=== design 1 ===
design_1/drive_strength.png
(6 px per um)
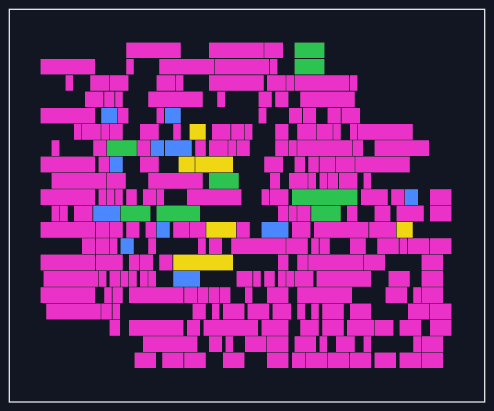

[src/rtl/hello_scroll_ctrl_pkg.sv]
// Shared types and constants for the HELLO scroller controller and its letter decoders.
package hello_pkg;

    typedef enum logic [1:0] {
        IDLE  = 2'd0,
        RUN   = 2'd1,
        PAUSE = 2'd2
    } state_t;

    localparam int NUM_DIGITS = 8;
    localparam int CHAR_W     = 3;

    localparam logic [CHAR_W-1:0] CH_H     = 3'd0;
    localparam logic [CHAR_W-1:0] CH_E     = 3'd1;
    localparam logic [CHAR_W-1:0] CH_L     = 3'd2;
    localparam logic [CHAR_W-1:0] CH_L2    = 3'd3;
    localparam logic [CHAR_W-1:0] CH_O     = 3'd4;
    localparam logic [CHAR_W-1:0] CH_BLANK = 3'd5;

    localparam logic [CHAR_W-1:0] OFF_ONE  = 3'd1;

    // Modulo-8 wrap falls out of the 3-bit arithmetic.
    function automatic logic [CHAR_W-1:0] step_offset(input logic [CHAR_W-1:0] off,
                                                      input logic dir);
        return dir ? (off - OFF_ONE) : (off + OFF_ONE);
    endfunction

endpackage

[src/rtl/hello_scroll_ctrl_if.sv]
// Button/control inputs and character outputs of the scroll controller.
interface hello_scroll_ctrl_if;
    import hello_pkg::*;

    logic                         Start;
    logic                         Stop;
    logic                         Step;
    logic                         Dir;
    logic [1:0]                   Speed;
    logic [CHAR_W-1:0]            Offset;
    logic [NUM_DIGITS*CHAR_W-1:0] Chars;
    logic                         Tick;
    logic                         Running;

    modport master (
        output Start, Stop, Step, Dir, Speed,
        input  Offset, Chars, Tick, Running
    );

    modport slave (
        input  Start, Stop, Step, Dir, Speed,
        output Offset, Chars, Tick, Running
    );

endinterface

[src/rtl/hello_scroll_ctrl_btn_rise.sv]
// Rising-edge detector for a level button; one pulse per press regardless of hold time.
module btn_rise (
    input  logic Clock,
    input  logic Reset,
    input  logic level,
    output logic rise
);

    logic level_q;

    always_ff @(posedge Clock or posedge Reset) begin
        if (Reset) level_q <= 1'b0;
        else       level_q <= level;
    end

    assign rise = level & ~level_q;

endmodule

[src/rtl/hello_scroll_ctrl.sv]
// Scroll sequencing controller: prescaler, character offset and run/pause/step FSM.
//
// state | meaning
// IDLE  | stopped, prescaler held at 0, Step advances
// RUN   | prescaler counting, advance on terminal count
// PAUSE | prescaler and offset frozen, Step advances, Stop clears
module hello_scroll_ctrl
    import hello_pkg::*;
#(
    parameter int BASE_DIV = 16777216,
    parameter int CNT_W    = 24
) (
    input  logic                Clock,
    input  logic                Reset,
    hello_scroll_ctrl_if.slave  bus
);

    // BASE_DIV is a power of two, so (BASE_DIV >> s) - 1 == (BASE_DIV - 1) >> s,
    // which keeps the whole computation inside CNT_W bits.
    localparam logic [CNT_W-1:0] TC_BASE = CNT_W'(BASE_DIV - 1);
    localparam logic [CNT_W-1:0] CNT_ONE = CNT_W'(1);

    state_t                       state, state_nxt;
    logic [CNT_W-1:0]             cnt, cnt_nxt;
    logic [CNT_W-1:0]             tc;
    logic [CHAR_W-1:0]            offset, offset_nxt;
    logic                         tick_q, tick_nxt;
    logic                         start_rise, stop_rise, step_rise;
    logic [NUM_DIGITS*CHAR_W-1:0] chars;

    btn_rise u_start (.Clock(Clock), .Reset(Reset), .level(bus.Start), .rise(start_rise));
    btn_rise u_stop  (.Clock(Clock), .Reset(Reset), .level(bus.Stop),  .rise(stop_rise));
    btn_rise u_step  (.Clock(Clock), .Reset(Reset), .level(bus.Step),  .rise(step_rise));

    assign tc = TC_BASE >> bus.Speed;

    always_ff @(posedge Clock or posedge Reset) begin
        if (Reset) begin
            state  <= IDLE;
            cnt    <= '0;
            offset <= '0;
            tick_q <= 1'b0;
        end else begin
            state  <= state_nxt;
            cnt    <= cnt_nxt;
            offset <= offset_nxt;
            tick_q <= tick_nxt;
        end
    end

    always_comb begin
        state_nxt  = state;
        cnt_nxt    = cnt;
        offset_nxt = offset;
        tick_nxt   = 1'b0;
        case (state)
            IDLE: begin
                cnt_nxt = '0;
                if (!stop_rise) begin
                    if (start_rise) begin
                        state_nxt = RUN;
                    end else if (step_rise) begin
                        offset_nxt = step_offset(offset, bus.Dir);
                        tick_nxt   = 1'b1;
                    end
                end
            end
            RUN: begin
                // Stop beats a coincident terminal count: no advance on that edge.
                if (stop_rise) begin
                    state_nxt = PAUSE;
                end else if (cnt >= tc) begin
                    cnt_nxt    = '0;
                    offset_nxt = step_offset(offset, bus.Dir);
                    tick_nxt   = 1'b1;
                end else begin
                    cnt_nxt = cnt + CNT_ONE;
                end
            end
            PAUSE: begin
                if (stop_rise) begin
                    state_nxt  = IDLE;
                    cnt_nxt    = '0;
                    offset_nxt = '0;
                end else if (start_rise) begin
                    state_nxt = RUN;
                end else if (step_rise) begin
                    offset_nxt = step_offset(offset, bus.Dir);
                    tick_nxt   = 1'b1;
                end
            end
            default: begin
                state_nxt  = IDLE;
                cnt_nxt    = '0;
                offset_nxt = '0;
            end
        endcase
    end

    always_comb begin
        chars = '0;
        for (int i = 0; i < NUM_DIGITS; i++) begin
            chars[(NUM_DIGITS-1-i)*CHAR_W +: CHAR_W] = offset + CHAR_W'(i);
        end
    end

    assign bus.Offset  = offset;
    assign bus.Chars   = chars;
    assign bus.Tick    = tick_q;
    assign bus.Running = (state == RUN);

endmodule

[src/flat_wrapper.sv]
// flat-port wrapper written by rule: the top's interface ports become plain ports
module hello_scroll_ctrl_flat import hello_pkg::*;
#(
    parameter int BASE_DIV = 16777216,
    parameter int CNT_W    = 24
)
  (Clock, Reset, bus_Start, bus_Stop, bus_Step, bus_Dir, bus_Speed, bus_Offset, bus_Chars, bus_Tick, bus_Running);
  hello_scroll_ctrl_if bus_i ();
  input  logic Clock;
  input  logic Reset;
  input wire logic [$bits(bus_i.Start)-1:0] bus_Start;
  input wire logic [$bits(bus_i.Stop)-1:0] bus_Stop;
  input wire logic [$bits(bus_i.Step)-1:0] bus_Step;
  input wire logic [$bits(bus_i.Dir)-1:0] bus_Dir;
  input wire logic [$bits(bus_i.Speed)-1:0] bus_Speed;
  output wire logic [$bits(bus_i.Offset)-1:0] bus_Offset;
  output wire logic [$bits(bus_i.Chars)-1:0] bus_Chars;
  output wire logic [$bits(bus_i.Tick)-1:0] bus_Tick;
  output wire logic [$bits(bus_i.Running)-1:0] bus_Running;
  assign bus_i.Start = bus_Start;
  assign bus_i.Stop = bus_Stop;
  assign bus_i.Step = bus_Step;
  assign bus_i.Dir = bus_Dir;
  assign bus_i.Speed = bus_Speed;
  assign bus_Offset = bus_i.Offset;
  assign bus_Chars = bus_i.Chars;
  assign bus_Tick = bus_i.Tick;
  assign bus_Running = bus_i.Running;
  hello_scroll_ctrl #(.BASE_DIV(BASE_DIV), .CNT_W(CNT_W)) u_core (.Clock(Clock), .Reset(Reset), .bus(bus_i));
endmodule
[config.mk]
export PLATFORM = sky130hd
export DESIGN_NAME = hello_scroll_ctrl_flat
export DESIGN_NICKNAME = d
export VERILOG_FILES = /design/src/rtl/hello_scroll_ctrl_pkg.sv /design/src/rtl/hello_scroll_ctrl_if.sv /design/src/rtl/hello_scroll_ctrl_btn_rise.sv /design/src/rtl/hello_scroll_ctrl.sv /design/src/flat_wrapper.sv
export SDC_FILE = /design/constraint.sdc
export NUM_CORES = 1
export LEC_CHECK = 0
export ABC_AREA = 0
export CAP_MARGIN = 10
export CORE_ASPECT_RATIO = 0.8
export CORE_MARGIN = 5
export CORE_UTILIZATION = 52
export DETAILED_ROUTE_END_ITERATION = 7
export PLACE_DENSITY_LB_ADDON = 0.3
export SKIP_LAST_GASP = 1
export SLEW_MARGIN = 30
export SYNTH_ARGS = -nofsm -noshare
export SYNTH_HDL_FRONTEND = slang
export SYNTH_SLANG_ARGS = --single-unit
[constraint.sdc]
create_clock -name Clock -period 2.7 [get_ports Clock]
set_input_delay 0.27 -clock Clock [delete_from_list [all_inputs] [get_ports Clock]]
set_output_delay 0.27 -clock Clock [all_outputs]
set_load 0.01 [all_outputs]
=== design 2 ===
$ cat src/rtl/fetch_pkg.sv
// Shared constants and helpers for the MIPS instruction-fetch stage.
// Imported by fetch_stage and ifid_reg.
package fetch_pkg;

    localparam int unsigned     PC_W             = 32;
    localparam logic [31:0]     NOP_INSTR        = 32'h0000_0000;
    localparam logic [PC_W-1:0] DEFAULT_RESET_PC = 32'h0000_0000;
    localparam logic [PC_W-1:0] INSTR_BYTES      = 32'd4;

    // Redirect targets are forced onto a word boundary.
    function automatic logic [PC_W-1:0] word_align(input logic [PC_W-1:0] addr);
        return addr & ~(INSTR_BYTES - 32'd1);
    endfunction

endpackage

$ cat src/rtl/fetch_stage_ifid_reg.sv
// One slice of the IF/ID pipeline register.
// Async active-low reset; clr (bubble) has priority over en.
module ifid_reg
    import fetch_pkg::*;
#(
    parameter int unsigned WIDTH = 32
) (
    input  logic             clk,
    input  logic             reset,
    input  logic             en,
    input  logic             clr,
    input  logic [WIDTH-1:0] d,
    output logic [WIDTH-1:0] q
);

    logic [WIDTH-1:0] q_q;

    always_ff @(posedge clk or negedge reset) begin
        if (!reset) begin
            q_q <= '0;
        end else if (clr) begin
            q_q <= '0;
        end else if (en) begin
            q_q <= d;
        end
    end

    assign q = q_q;

endmodule

$ cat src/rtl/fetch_stage.sv
// MIPS IF stage: PC register, imem addressing and the IF/ID pipeline register.
// Optional FETCH_PERF_CNT_EN adds fetch/bubble performance counters.
module fetch_stage
    import fetch_pkg::*;
#(
    parameter logic [PC_W-1:0] RESET_PC = DEFAULT_RESET_PC,
    parameter int unsigned     IMEM_AW  = 6
) (
    input  logic               clk,
    input  logic               reset,
    input  logic               stall_f,
    input  logic               stall_d,
    input  logic               flush_d,
    input  logic               pc_src_d,
    input  logic [PC_W-1:0]    pc_branch_d,
    input  logic               jump_d,
    input  logic [PC_W-1:0]    jump_target_d,
    output logic [IMEM_AW-1:0] imem_addr,
    input  logic [31:0]        imem_rd,
    output logic [PC_W-1:0]    pc_f,
    output logic [31:0]        instr_d,
    output logic [PC_W-1:0]    pcplus4_d,
    output logic               valid_d
`ifdef FETCH_PERF_CNT_EN
    ,
    output logic [31:0]        fetch_cnt,
    output logic [31:0]        bubble_cnt
`endif
);

    logic [PC_W-1:0] pc_q, pc_d;
    logic [PC_W-1:0] pc_plus4;
    logic            ifid_en;

    assign pc_plus4 = pc_q + INSTR_BYTES;

    always_comb begin
        pc_d = pc_plus4;
        if (jump_d) begin
            pc_d = word_align(jump_target_d);
        end else if (pc_src_d) begin
            pc_d = word_align(pc_branch_d);
        end
    end

    // A redirect during stall_f is dropped; the hazard unit never issues one.
    always_ff @(posedge clk or negedge reset) begin
        if (!reset) begin
            pc_q <= RESET_PC;
        end else if (!stall_f) begin
            pc_q <= pc_d;
        end
    end

    assign pc_f      = pc_q;
    assign imem_addr = pc_q[IMEM_AW+1:2];
    assign ifid_en   = ~stall_d;

    ifid_reg #(.WIDTH(32)) u_instr (
        .clk   (clk),
        .reset (reset),
        .en    (ifid_en),
        .clr   (flush_d),
        .d     (imem_rd),
        .q     (instr_d)
    );

    ifid_reg #(.WIDTH(PC_W)) u_pcplus4 (
        .clk   (clk),
        .reset (reset),
        .en    (ifid_en),
        .clr   (flush_d),
        .d     (pc_plus4),
        .q     (pcplus4_d)
    );

    ifid_reg #(.WIDTH(1)) u_valid (
        .clk   (clk),
        .reset (reset),
        .en    (ifid_en),
        .clr   (flush_d),
        .d     (1'b1),
        .q     (valid_d)
    );

`ifdef FETCH_PERF_CNT_EN
    logic [31:0] fetch_cnt_q, bubble_cnt_q;

    always_ff @(posedge clk or negedge reset) begin
        if (!reset) begin
            fetch_cnt_q  <= '0;
            bubble_cnt_q <= '0;
        end else begin
            if (!flush_d && !stall_d) begin
                fetch_cnt_q <= fetch_cnt_q + 32'd1;
            end
            if (flush_d || stall_f) begin
                bubble_cnt_q <= bubble_cnt_q + 32'd1;
            end
        end
    end

    assign fetch_cnt  = fetch_cnt_q;
    assign bubble_cnt = bubble_cnt_q;
`endif

endmodule

$ cat config.mk
export PLATFORM = sky130hd
export DESIGN_NAME = fetch_stage
export DESIGN_NICKNAME = d
export VERILOG_FILES = /design/src/rtl/fetch_pkg.sv /design/src/rtl/fetch_stage_ifid_reg.sv /design/src/rtl/fetch_stage.sv
export SDC_FILE = /design/constraint.sdc
export NUM_CORES = 1
export LEC_CHECK = 0
export ABC_AREA = 0
export CORE_MARGIN = 2
export CORE_UTILIZATION = 45
export DETAILED_ROUTE_END_ITERATION = 10
export PLACE_DENSITY = 0.82
export SYNTH_ARGS = -nofsm -noshare
export SYNTH_HDL_FRONTEND = slang
export SYNTH_SLANG_ARGS = --single-unit
$ cat constraint.sdc
create_clock -name clk -period 3.1 [get_ports clk]
set_clock_uncertainty 0.2 [all_clocks]
set_input_delay 0.62 -clock clk [delete_from_list [all_inputs] [get_ports clk]]
set_output_delay 0.62 -clock clk [all_outputs]
set_load 0.01 [all_outputs]
=== design 3 ===
<file path="src/rtl/cache_mem_arbiter.sv">
// cache_mem_arbiter: shares the main-memory request port between the I-Cache read
// path and the D-Cache MSHR ports. It grants round-robin, allocates read/write
// serials from free pools, and routes read returns to the cache that owns the serial.
module cache_mem_arbiter #(
  parameter  int DC_PORT_NUM   = 2,
  parameter  int ADDR_WIDTH    = 32,
  parameter  int LINE_WIDTH    = 64,
  parameter  int RD_SERIAL_NUM = 3,
  parameter  int WR_SERIAL_NUM = 2,
  localparam int RS            = $clog2(RD_SERIAL_NUM),
  localparam int WS            = $clog2(WR_SERIAL_NUM)
) (
  input  logic                                   clk,
  input  logic                                   rst,
  input  logic [DC_PORT_NUM-1:0]                 dcReqValid,
  input  logic [DC_PORT_NUM-1:0]                 dcReqWe,
  input  logic [DC_PORT_NUM-1:0][ADDR_WIDTH-1:0] dcReqAddr,
  input  logic [DC_PORT_NUM-1:0][LINE_WIDTH-1:0] dcReqData,
  output logic [DC_PORT_NUM-1:0]                 dcAck,
  output logic [RS-1:0]                          dcSerial,
  output logic [WS-1:0]                          dcWSerial,
  input  logic                                   icReqValid,
  input  logic [ADDR_WIDTH-1:0]                  icReqAddr,
  output logic                                   icAck,
  output logic [RS-1:0]                          icSerial,
  output logic                                   memReqValid,
  output logic                                   memReqWe,
  output logic [ADDR_WIDTH-1:0]                  memReqAddr,
  output logic [LINE_WIDTH-1:0]                  memReqData,
  output logic [RS-1:0]                          memReqSerial,
  output logic [WS-1:0]                          memReqWSerial,
  input  logic                                   memReqReady,
  input  logic                                   memResultValid,
  input  logic [RS-1:0]                          memResultSerial,
  input  logic [LINE_WIDTH-1:0]                  memResultData,
  input  logic                                   memRespValid,
  input  logic [WS-1:0]                          memRespSerial,
  output logic                                   icResultValid,
  output logic                                   dcResultValid,
  output logic [RS-1:0]                          resultSerial,
  output logic [LINE_WIDTH-1:0]                  resultData
);

  // Requesters 0..DC_PORT_NUM-1 are D-Cache ports, index DC_PORT_NUM is the I-Cache.
  localparam int REQ_NUM = DC_PORT_NUM + 1;
  localparam int PW      = $clog2(REQ_NUM);

  logic [RD_SERIAL_NUM-1:0] r_rd_free;
  logic [WR_SERIAL_NUM-1:0] r_wr_free;
  logic [RD_SERIAL_NUM-1:0] r_owner;    // 1: I-Cache owns the read serial
  logic [PW-1:0]            r_rr_ptr;

  logic                  w_rd_avail, w_wr_avail;
  logic [RS-1:0]         w_rd_sel;
  logic [WS-1:0]         w_wr_sel;
  logic                  w_out_free;
  logic [REQ_NUM-1:0]    w_elig, w_elig_rot;
  logic                  w_grant;
  logic [PW-1:0]         w_gidx, w_rr_next;
  logic                  w_sel_we;
  logic [ADDR_WIDTH-1:0] w_sel_addr;
  logic [LINE_WIDTH-1:0] w_sel_data;
  logic                  w_rd_grant, w_wr_grant;
  logic                  w_res_busy, w_res_owner, w_res_hit;
  logic                  w_resp_busy, w_resp_hit;

  assign w_out_free = !memReqValid || memReqReady;

  // Lowest free serial of each pool, taken from the registered masks only.
  always_comb begin
    w_rd_avail = 1'b0;
    w_rd_sel   = '0;
    for (int i = RD_SERIAL_NUM - 1; i >= 0; i--) begin
      if (r_rd_free[i]) begin
        w_rd_avail = 1'b1;
        w_rd_sel   = RS'(i);
      end
    end
    w_wr_avail = 1'b0;
    w_wr_sel   = '0;
    for (int i = WR_SERIAL_NUM - 1; i >= 0; i--) begin
      if (r_wr_free[i]) begin
        w_wr_avail = 1'b1;
        w_wr_sel   = WS'(i);
      end
    end
  end

  // Eligibility: each requester only needs a serial of its own type.
  always_comb begin
    w_elig = '0;
    for (int i = 0; i < DC_PORT_NUM; i++) begin
      w_elig[i] = !rst && w_out_free && dcReqValid[i] &&
                  (dcReqWe[i] ? w_wr_avail : w_rd_avail);
    end
    w_elig[DC_PORT_NUM] = !rst && w_out_free && icReqValid && w_rd_avail;
  end

  // Round-robin pick: rotate so rrPtr sits at bit 0, take the first set bit.
  always_comb begin
    int sum;
    w_elig_rot = REQ_NUM'({w_elig, w_elig} >> r_rr_ptr);
    w_grant    = 1'b0;
    w_gidx     = '0;
    sum        = 0;
    for (int k = 0; k < REQ_NUM; k++) begin
      if (!w_grant && w_elig_rot[k]) begin
        w_grant = 1'b1;
        sum     = int'(r_rr_ptr) + k;
        if (sum >= REQ_NUM) sum = sum - REQ_NUM;
        w_gidx  = PW'(sum);
      end
    end
    w_rr_next = (w_gidx == PW'(REQ_NUM - 1)) ? '0 : w_gidx + 1'b1;
  end

  // Payload mux for the granted requester; the I-Cache is the default (read, no data).
  always_comb begin
    w_sel_we   = 1'b0;
    w_sel_addr = icReqAddr;
    w_sel_data = '0;
    for (int i = 0; i < DC_PORT_NUM; i++) begin
      if (w_gidx == PW'(i)) begin
        w_sel_we   = dcReqWe[i];
        w_sel_addr = dcReqAddr[i];
        w_sel_data = dcReqData[i];
      end
    end
    w_rd_grant = w_grant && !w_sel_we;
    w_wr_grant = w_grant && w_sel_we;
  end

  // Combinational acks and the serials handed to the granted requester.
  always_comb begin
    dcAck = '0;
    for (int i = 0; i < DC_PORT_NUM; i++) begin
      dcAck[i] = w_grant && (w_gidx == PW'(i));
    end
    icAck     = w_grant && (w_gidx == PW'(DC_PORT_NUM));
    dcSerial  = (|dcAck && !w_sel_we) ? w_rd_sel : '0;
    dcWSerial = (|dcAck && w_sel_we) ? w_wr_sel : '0;
    icSerial  = icAck ? w_rd_sel : '0;
  end

  // Completion lookup; a completion for a serial that is already free is stale.
  always_comb begin
    w_res_busy  = 1'b0;
    w_res_owner = 1'b0;
    for (int i = 0; i < RD_SERIAL_NUM; i++) begin
      if (memResultSerial == RS'(i)) begin
        w_res_busy  = !r_rd_free[i];
        w_res_owner = r_owner[i];
      end
    end
    w_resp_busy = 1'b0;
    for (int i = 0; i < WR_SERIAL_NUM; i++) begin
      if (memRespSerial == WS'(i)) w_resp_busy = !r_wr_free[i];
    end
    w_res_hit  = !rst && memResultValid && w_res_busy;
    w_resp_hit = !rst && memRespValid && w_resp_busy;
  end

  assign icResultValid = w_res_hit && w_res_owner;
  assign dcResultValid = w_res_hit && !w_res_owner;
  assign resultSerial  = rst ? '0 : memResultSerial;
  assign resultData    = rst ? '0 : memResultData;

  // Serial pools, ownership and round-robin pointer.
  always_ff @(posedge clk) begin
    if (rst) begin
      r_rd_free <= '1;
      r_wr_free <= '1;
      r_owner   <= '0;
      r_rr_ptr  <= '0;
    end else begin
      for (int i = 0; i < RD_SERIAL_NUM; i++) begin
        if (w_res_hit && memResultSerial == RS'(i)) r_rd_free[i] <= 1'b1;
        if (w_rd_grant && w_rd_sel == RS'(i)) begin
          r_rd_free[i] <= 1'b0;
          r_owner[i]   <= icAck;
        end
      end
      for (int i = 0; i < WR_SERIAL_NUM; i++) begin
        if (w_resp_hit && memRespSerial == WS'(i)) r_wr_free[i] <= 1'b1;
        if (w_wr_grant && w_wr_sel == WS'(i)) r_wr_free[i] <= 1'b0;
      end
      if (w_grant) r_rr_ptr <= w_rr_next;
    end
  end

  // Output request register: loads on grant, holds until memory accepts it.
  always_ff @(posedge clk) begin
    if (rst) begin
      memReqValid   <= 1'b0;
      memReqWe      <= 1'b0;
      memReqAddr    <= '0;
      memReqData    <= '0;
      memReqSerial  <= '0;
      memReqWSerial <= '0;
    end else if (w_grant) begin
      memReqValid   <= 1'b1;
      memReqWe      <= w_sel_we;
      memReqAddr    <= w_sel_addr;
      memReqData    <= w_sel_data;
      memReqSerial  <= w_sel_we ? '0 : w_rd_sel;
      memReqWSerial <= w_sel_we ? w_wr_sel : '0;
    end else if (memReqReady) begin
      memReqValid   <= 1'b0;
    end
  end

  // Flag completions that name an idle serial; they are dropped above.
  always_ff @(posedge clk) begin
    if (!rst) begin
      assert (!(memResultValid && !w_res_busy))
        else $warning("read result for idle serial %0d dropped", memResultSerial);
      assert (!(memRespValid && !w_resp_busy))
        else $warning("write response for idle serial %0d dropped", memRespSerial);
    end
  end

endmodule

</file>
<file path="config.mk">
export PLATFORM = sky130hd
export DESIGN_NAME = cache_mem_arbiter
export DESIGN_NICKNAME = d
export VERILOG_FILES = /design/src/rtl/cache_mem_arbiter.sv
export SDC_FILE = /design/constraint.sdc
export NUM_CORES = 1
export LEC_CHECK = 0
export CAP_MARGIN = 20
export CORE_AREA = 10 10 179 181
export DETAILED_ROUTE_END_ITERATION = 8
export DIE_AREA = 0 0 189 191
export SLEW_MARGIN = 10
export SYNTH_ARGS = -nofsm -noshare
export SYNTH_HDL_FRONTEND = slang
export SYNTH_SLANG_ARGS = --single-unit
</file>
<file path="constraint.sdc">
create_clock -name clk -period 4.27 [get_ports clk]
set_clock_uncertainty 0.2 [all_clocks]
set_input_delay 0.854 -clock clk [delete_from_list [all_inputs] [get_ports clk]]
set_output_delay 0.854 -clock clk [all_outputs]
set_load 0.01 [all_outputs]
</file>
=== design 4 ===
**src/rtl/rom_sweep_pkg.sv**
```systemverilog
// rom_sweep_pkg: shared state encoding and default widths for the ROM address sequencer
package rom_sweep_pkg;
  localparam int ROM_SWEEP_ADDR_W = 4;
  localparam int ROM_SWEEP_DATA_W = 4;
  typedef enum logic [1:0] {IDLE, FETCH, HOLD, DONE} rom_sweep_state_t;
endpackage

```
**src/rtl/rom_sweep_csum.sv**
```systemverilog
// rom_sweep_csum: running XOR of transferred words (clear wins over en); ports clk, rst_n, clear, en, din -> csum
module rom_sweep_csum #(
  parameter int DATA_W = 4
) (
  input  logic              clk,
  input  logic              rst_n,
  input  logic              clear,
  input  logic              en,
  input  logic [DATA_W-1:0] din,
  output logic [DATA_W-1:0] csum
);
  always_ff @(posedge clk or negedge rst_n)
    if (!rst_n) csum <= '0;
    else if (clear) csum <= '0;
    else if (en) csum <= csum ^ din;
endmodule

```
**src/rtl/rom_sweep.sv**
```systemverilog
// rom_sweep: sweeps consecutive ROM addresses and streams each registered word over valid/ready; ports start/start_addr/count in, rom_addr/rom_data to the ROM, out_data/out_valid/out_ready stream, busy/done status, csum only with ROM_SWEEP_CHECKSUM_EN
module rom_sweep
  import rom_sweep_pkg::*;
#(
  parameter int ADDR_W = ROM_SWEEP_ADDR_W,
  parameter int DATA_W = ROM_SWEEP_DATA_W
) (
  input  logic              clk,
  input  logic              rst_n,
  input  logic              start,
  input  logic [ADDR_W-1:0] start_addr,
  input  logic [ADDR_W:0]   count,
  output logic [ADDR_W-1:0] rom_addr,
  input  logic [DATA_W-1:0] rom_data,
  output logic [DATA_W-1:0] out_data,
  output logic              out_valid,
  input  logic              out_ready,
  output logic              busy,
  output logic              done
`ifdef ROM_SWEEP_CHECKSUM_EN
  ,
  output logic [DATA_W-1:0] csum
`endif
);
  rom_sweep_state_t state, state_n;
  logic [ADDR_W:0] remaining;
  logic            accept, xfer, last;
  assign accept = (state == IDLE) && start;
  assign xfer   = out_valid && out_ready;
  assign last   = remaining == (ADDR_W+1)'(1);
  always_comb begin
    state_n = state;
    state_n = (state == IDLE)  ? (start ? ((count == '0) ? DONE : FETCH) : IDLE)
            : (state == FETCH) ? HOLD
            : (state == HOLD)  ? (xfer ? (last ? DONE : FETCH) : HOLD)
            : IDLE;
  end
  always_ff @(posedge clk or negedge rst_n)
    if (!rst_n) state <= IDLE;
    else state <= state_n;
  always_ff @(posedge clk or negedge rst_n)
    if (!rst_n) begin
      rom_addr  <= '0;
      remaining <= '0;
      out_data  <= '0;
      out_valid <= 1'b0;
      busy      <= 1'b0;
      done      <= 1'b0;
    end else begin
      done <= state_n == DONE;
      if (accept) begin
        rom_addr  <= start_addr;
        remaining <= count;
        busy      <= 1'b1;
      end
      if (state == FETCH) begin
        out_data  <= rom_data;
        out_valid <= 1'b1;
      end
      if (state == HOLD && xfer) begin
        out_valid <= 1'b0;
        remaining <= remaining - 1'b1;
        if (!last) rom_addr <= rom_addr + 1'b1;
      end
      if (state == DONE) busy <= 1'b0;
    end
`ifdef ROM_SWEEP_CHECKSUM_EN
  rom_sweep_csum #(.DATA_W(DATA_W)) u_csum (
    .clk(clk), .rst_n(rst_n), .clear(accept), .en(xfer), .din(out_data), .csum(csum)
  );
`endif
endmodule

```
**config.mk**
```make
export PLATFORM = sky130hd
export DESIGN_NAME = rom_sweep
export DESIGN_NICKNAME = d
export VERILOG_FILES = /design/src/rtl/rom_sweep_pkg.sv /design/src/rtl/rom_sweep_csum.sv /design/src/rtl/rom_sweep.sv
export SDC_FILE = /design/constraint.sdc
export NUM_CORES = 1
export LEC_CHECK = 0
export ABC_AREA = 1
export CAP_MARGIN = 20
export CELL_PAD_IN_SITES_DETAIL_PLACEMENT = 0
export CELL_PAD_IN_SITES_GLOBAL_PLACEMENT = 1
export CORE_MARGIN = 3
export CORE_UTILIZATION = 36
export CTS_CLUSTER_DIAMETER = 40
export DETAILED_ROUTE_END_ITERATION = 8
export PLACE_DENSITY_LB_ADDON = 0.1
export SLEW_MARGIN = 20
export SYNTH_ARGS = -nofsm -noshare
export SYNTH_HDL_FRONTEND = slang
export SYNTH_HIERARCHICAL = 1
export SYNTH_SLANG_ARGS = --single-unit
```
**constraint.sdc**
```tcl
create_clock -name clk -period 2.8 [get_ports clk]
set_clock_uncertainty 0.2 [all_clocks]
set_input_delay 0.7 -clock clk [delete_from_list [all_inputs] [get_ports clk]]
set_output_delay 0.7 -clock clk [all_outputs]
set_load 0.02 [all_outputs]
```
design_2/met3.png
(4 px per um)
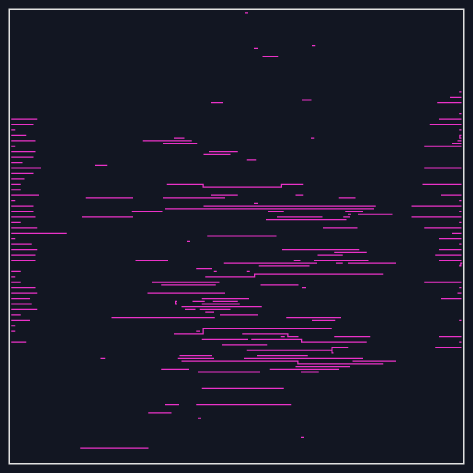
nets with wire on the layer: 143
main direction: horizontal
wire length on this layer: 1340 um
GRT met3 Usage: 3.64%
drt total wl: 18100 um

design_2/hierarchy.png
(3 px per um) Other sequential cells in the stronger gray, the rest of the logic in the fainter gray.
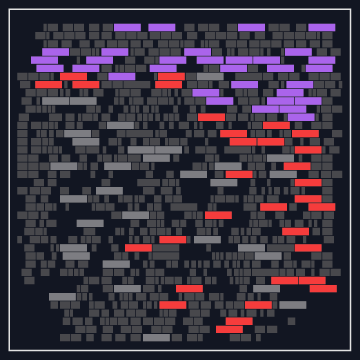
[red] u_pcplus4 | placed flops: 31
[purple] u_instr | placed flops: 32 | where: a band across the top
not colored: 31
post-layout util: 67.0%
Die ar.: 12800 sq um
final cell count without fillers: 920

==> ci_impl_report.md, design 2 <==
### Flow metrics

| Metric | Value |
|---|---|
| Run status | complete, no violations |
| Fin. max-slew vios | 0 |
| Worst VDD drop | 313 uV |
| Met1 Use GR | 40.9% |
| Initial antenna violation count | 0 |
| Log Warnings | 30 |
| Routed wl met2 | 8580 um |
| FP Util | 46.7% |
| Gr ovfl total | 0 |
| Adder-Cell Fraction of Synth Area | 0.233% |
| Crit share post-route | 88.4% |
| TNS Setup | 0 ps |
| Worst Path Arrival | 2790 ps |
| Drt drc | 0 |
| TritonCTS sink count | 94 |
| Top power group | sequential cells |
| Most common logic cell in the routed design | clkdlybuf4s50_1 |
| Hpwl dp | 13300 um |
| Nets | 876 |
## design 2: area by class of cell
cell class | count | area [sq um]
clock buffers | 9 | 225
clock inverters | 7 | 62.6
fillers | 958 | 3790
inverters | 18 | 67.6
multi-input cells | 426 | 2680
flip-flops and latches | 94 | 2350
well taps | 143 | 179
repair buffers | 223 | 2150
## design 2: critical path, stage by stage (launching register included)
cell and delay (ps):
dfrtp_1 530, ha_1 290, nand3_2 230, or4_1 760
or3_1 370, a311oi_1 260
## design 2: flip-flops by register name, summed over array words and instances, names as in the netlist
name and cells:
u_instr.q 32, u_pcplus4.q 31, pc_f 30, u_valid.q 1
design_3/drive_strength.png
(2 px per um)
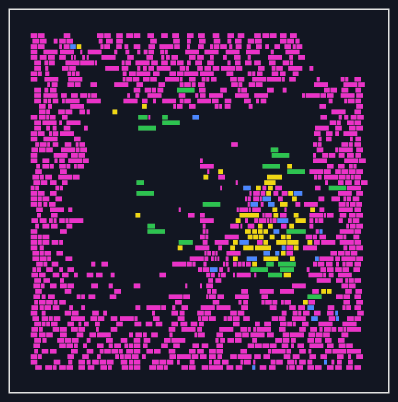
[yellow] drive 3 to 4 | cells: 54 | share: 4.7%
[magenta] drive 1 or less | cells: 1037 | share: 91%
[blue] drive 2 | cells: 23 | share: 2.0%
[green] drive 6 and up | cells: 23 | share: 2.0%
Non-Clock Buffer Count: 523
Finished Cell Area: 11600 sq um

design_3/final_clocks.png
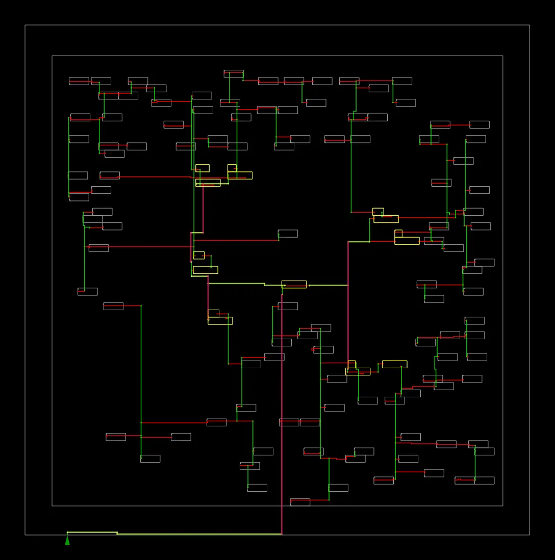
Flop Count: 111
TritonCTS sink count: 111

==> ci_impl_report.md, design 3 <==
### Flow metrics

| Metric | Value |
|---|---|
| Psw | 0.00204 W |
| Main logic family after synthesis | AND-OR/OR-AND gates |
| Reg-to-reg slack, setup | 620 ps |
| Seq share, synth | 37.2% |
| Die W | 189 um |
| Worst r2r src | r_rd_free[2] |
| Final hold vios | 0 |
| Clk pwr | 0.000899 W |
| CP Launch Type | input port |
| Syn avg cell area | 8.81 sq um |
| Yosys cell count | 678 |
| TNS Setup | 0 ps |
| CTS tree | built |
| Switching Share | 39.2% |
| Crit path DRT | 3220 ps |
| Hold_sp | memReqWSerial |
| PwrDens | 447 nW/um^2 |
| Max-area cell share | 37.2% |
| Crit-path max cell delay | 310 ps |
| # diodes | 0 |
| Crit-path cells | dlygate4sd2_1 -> nor3b_2 -> buf_4 -> nor3_4 -> mux2i_1 -> and2_4 -> o32ai_4 -> buf_4 -> buf_16 -> nand2_1 -> inv_1 -> buf_4 |
| Cts repair resizes | 34 |
| Endpoint, Worst Hold | memReqWSerial |
| Critical path endpoint | dcAck[1] |
| Run status | complete, no violations |
| Root Buffer | clkbuf_16 |
| Comb pwr share | 53.4% |
## design 3: through the flow
step                      power, W  utilization (%)
after CTS                  0.00514             40.5
after floorplan            0.00286                -
after detailed placement   0.00416             39.2
after global routing       0.00552             40.9
after global placement     0.00415             39.2
final                      0.00521             40.9
## design 3: final cells by class
class                           instances  area [sq um]
Tap cell                              384           480
Inverter                                9          33.8
Clock buffer                           10           239
Clock inverter                          6          57.6
Fill cell                            2842         16800
Sequential cell                       111          2220
Timing Repair Buffer                  523          5210
Multi-Input combinational cell        478          3390
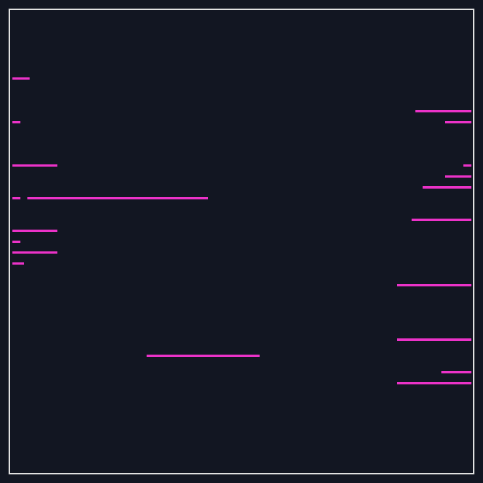
design_4/met3.png
(8 px per um)
main direction: horizontal
wire length on this layer: 114 um
drt total wl: 2120 um
vias: 840
GRT met3 Usage: 2.67%

design_4/registers.png
(6 px per um) Other sequential cells in the stronger gray, the rest of the logic in the fainter gray.
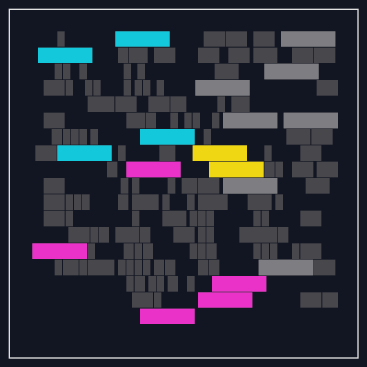
[magenta] remaining | placed flops: 5
[yellow] state | placed flops: 2
[cyan] rom_addr | placed flops: 4
not colored: 7
Power Sequential: 0.000494 W
Flop area: 450 sq um
Seq area share: 34.1%
post-layout util: 52.3%

==> ci_impl_report.md, design 4 <==
### Flow metrics

| Metric | Value |
|---|---|
| Run status | complete, no violations |
| Max-area cell share | 46.5% |
| CTS Hold Bufs | 0 |
| Reg clk slew, reported paths | 110 ps |
| Clock buffers | 4 |
| Syn-to-layout area delta | 36.3% |
| # diodes | 0 |
| Non-clock inverter count in the final layout | 15 |
| Max-Cap Viols | 0 |
| Seq pwr share | 35.3% |
| TritonCTS sink count | 18 |
| Yosys warnings | 6 |
| Post-Route M1 WL | 989 um |
| Largest register by flop count | remaining |
| 1st-iter DRT viols | 26 |
| Comb/total area | 34.6% |
[design 4: how the worst max path moves through the flow]
stage	startpoint	end	slack, ps	cells after the start
finish	rom_addr[0]	rom_addr[0]	530	1
floorplan	out_ready	remaining[2]	1250	7
detailed placement	out_ready	remaining[2]	680	8
global route	rom_addr[0]	rom_addr[0]	470	1
CTS	rom_addr[0]	rom_addr[0]	520	1
global placement	out_ready	remaining[2]	680	8
[design 4: metal layers]
metal	track usage, %	vias to the layer above
met3	2.67	2
met1	18.3	385
met5	0	-
met2	22.9	22
li1	-	431
met4	4.97	0
design_1/met3.png
(6 px per um)
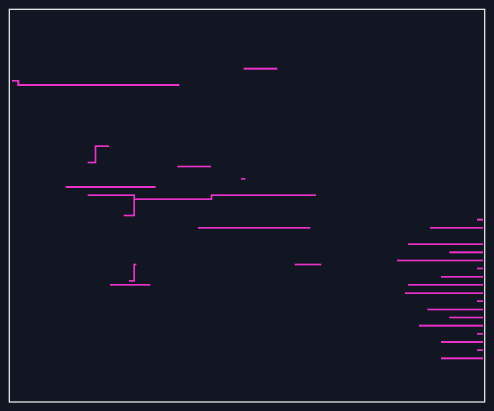
longest straight run: 26.7 um
share of all routed wire: 6.2%
nets with wire on the layer: 24
wire length on this layer: 249 um
main direction: horizontal
GRT met3 Usage: 4.93%
vias: 1544
drt total wl: 4010 um

## Picture notes: design_1/drive_strength.png
[yellow] drive 3 to 4 | cells: 6 | share: 2.5%
[magenta] drive 1 or less | cells: 217 | share: 90%
[blue] drive 2 | cells: 11 | share: 4.5%
[green] drive 6 and up | cells: 8 | share: 3.3%
final worst slack: 399 ps
Non-Clock Buffer Count: 40
Syn-to-layout area delta: 22.5%

==> ci_impl_report.md, design 1 <==
### Flow metrics

| Metric | Value |
|---|---|
| Cts repair resizes | 0 |
| Drt drc | 0 |
| Core Box Area | 3730 sq um |
| Leading cell kind | combinational gates |
| CP Launch Type | input port |
| Via/cell ratio | 5.40 |
| CP bufs+invs | 1 |
| Global Route Usage Sum | 17.3% |
| DP Worst Slack | 117 ps |
| Post-synth EDFFs | 0 |
| PwrDens | 598 nW/um^2 |
| Yosys warnings | 0 |
| Run status | complete, no violations |
| Psw | 0.000409 W |
| Final Setup Violations | 0 |
| Global-route wire length before repair | 6980 um |
| Die W | 79 um |
| Logic Gate Count | 144 |
| Worst-skew pair later-pin latency | 280 ps |
| Seq pwr share | 37.3% |
| Max-area cell share | 41.7% |
design 1: flip-flops by register name, summed over array words and instances, names as in the netlist:
| register | flops |
|---|---|
| u_core.state | 2 |
| u_core.u_step.level_q | 1 |
| u_core.u_start.level_q | 1 |
| u_core.bus.Offset | 3 |
| u_core.bus.Tick | 1 |
| u_core.cnt | 24 |
| u_core.u_stop.level_q | 1 |
design 1: kinds of logic after synthesis:
group	share of synthesized area, %
flops	41.7
mux	0.505
xor+xnor	9.73
simple gates	25.8
compound gates	8.78
buf+inv	9.73
fa+ha+maj	3.79

==> screenshots <==
Routed metal per tile.
panel A
(4 px per um) 16 x 13 tiles, from black (low) to pale yellow (high), scaled to the fullest tile. Values are wire area over tile area, all layers added.
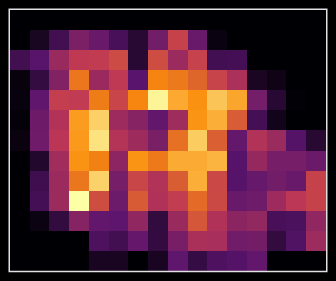
panel B
(3 px per um) 23 x 23 tiles, from black (low) to pale yellow (high), scaled to the fullest tile. Values are wire area over tile area, all layers added.
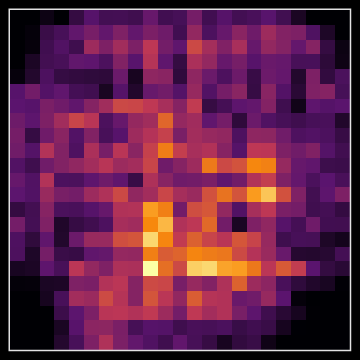
panel C
(6 px per um) 12 x 12 tiles, from black (low) to pale yellow (high), scaled to the fullest tile. Values are wire area over tile area, all layers added.
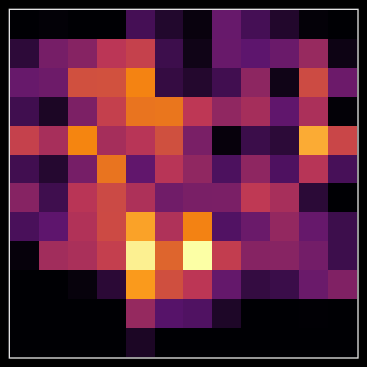
panel D
(2 px per um) 38 x 38 tiles, from black (low) to pale yellow (high), scaled to the fullest tile. Values are wire area over tile area, all layers added.
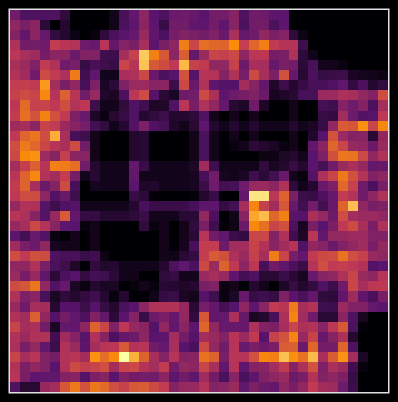
- design 4 = panel C
- design 2 = panel B
- design 3 = panel D
- design 1 = panel A
The one with the smallest die is panel C.
The one with the largest die is panel D.

Key to panel C:
tiles over half the peak: 19%
nearly empty tiles: 22%
emptiest ninth of the die: bottom left
mean over tiles: 0.10
fullest tile: 0.35



==> layout pictures side by side <==
Register map, names as in the netlist.
(a)
(4 px per um) Other sequential cells in the stronger gray, the rest of the logic in the fainter gray.
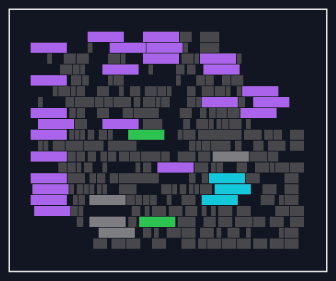
(b)
(3 px per um) Other sequential cells in the stronger gray, the rest of the logic in the fainter gray.
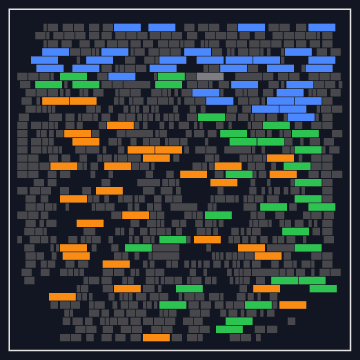
(c)
(2 px per um) Other sequential cells in the stronger gray, the rest of the logic in the fainter gray.
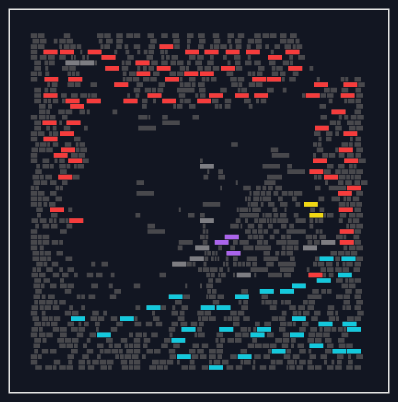
- design 2 = (b)
- design 3 = (c)
- design 1 = (a)
The one with the largest die is (c).
The one with the smallest die is (a).

Power and IR drop assume default switching activity.
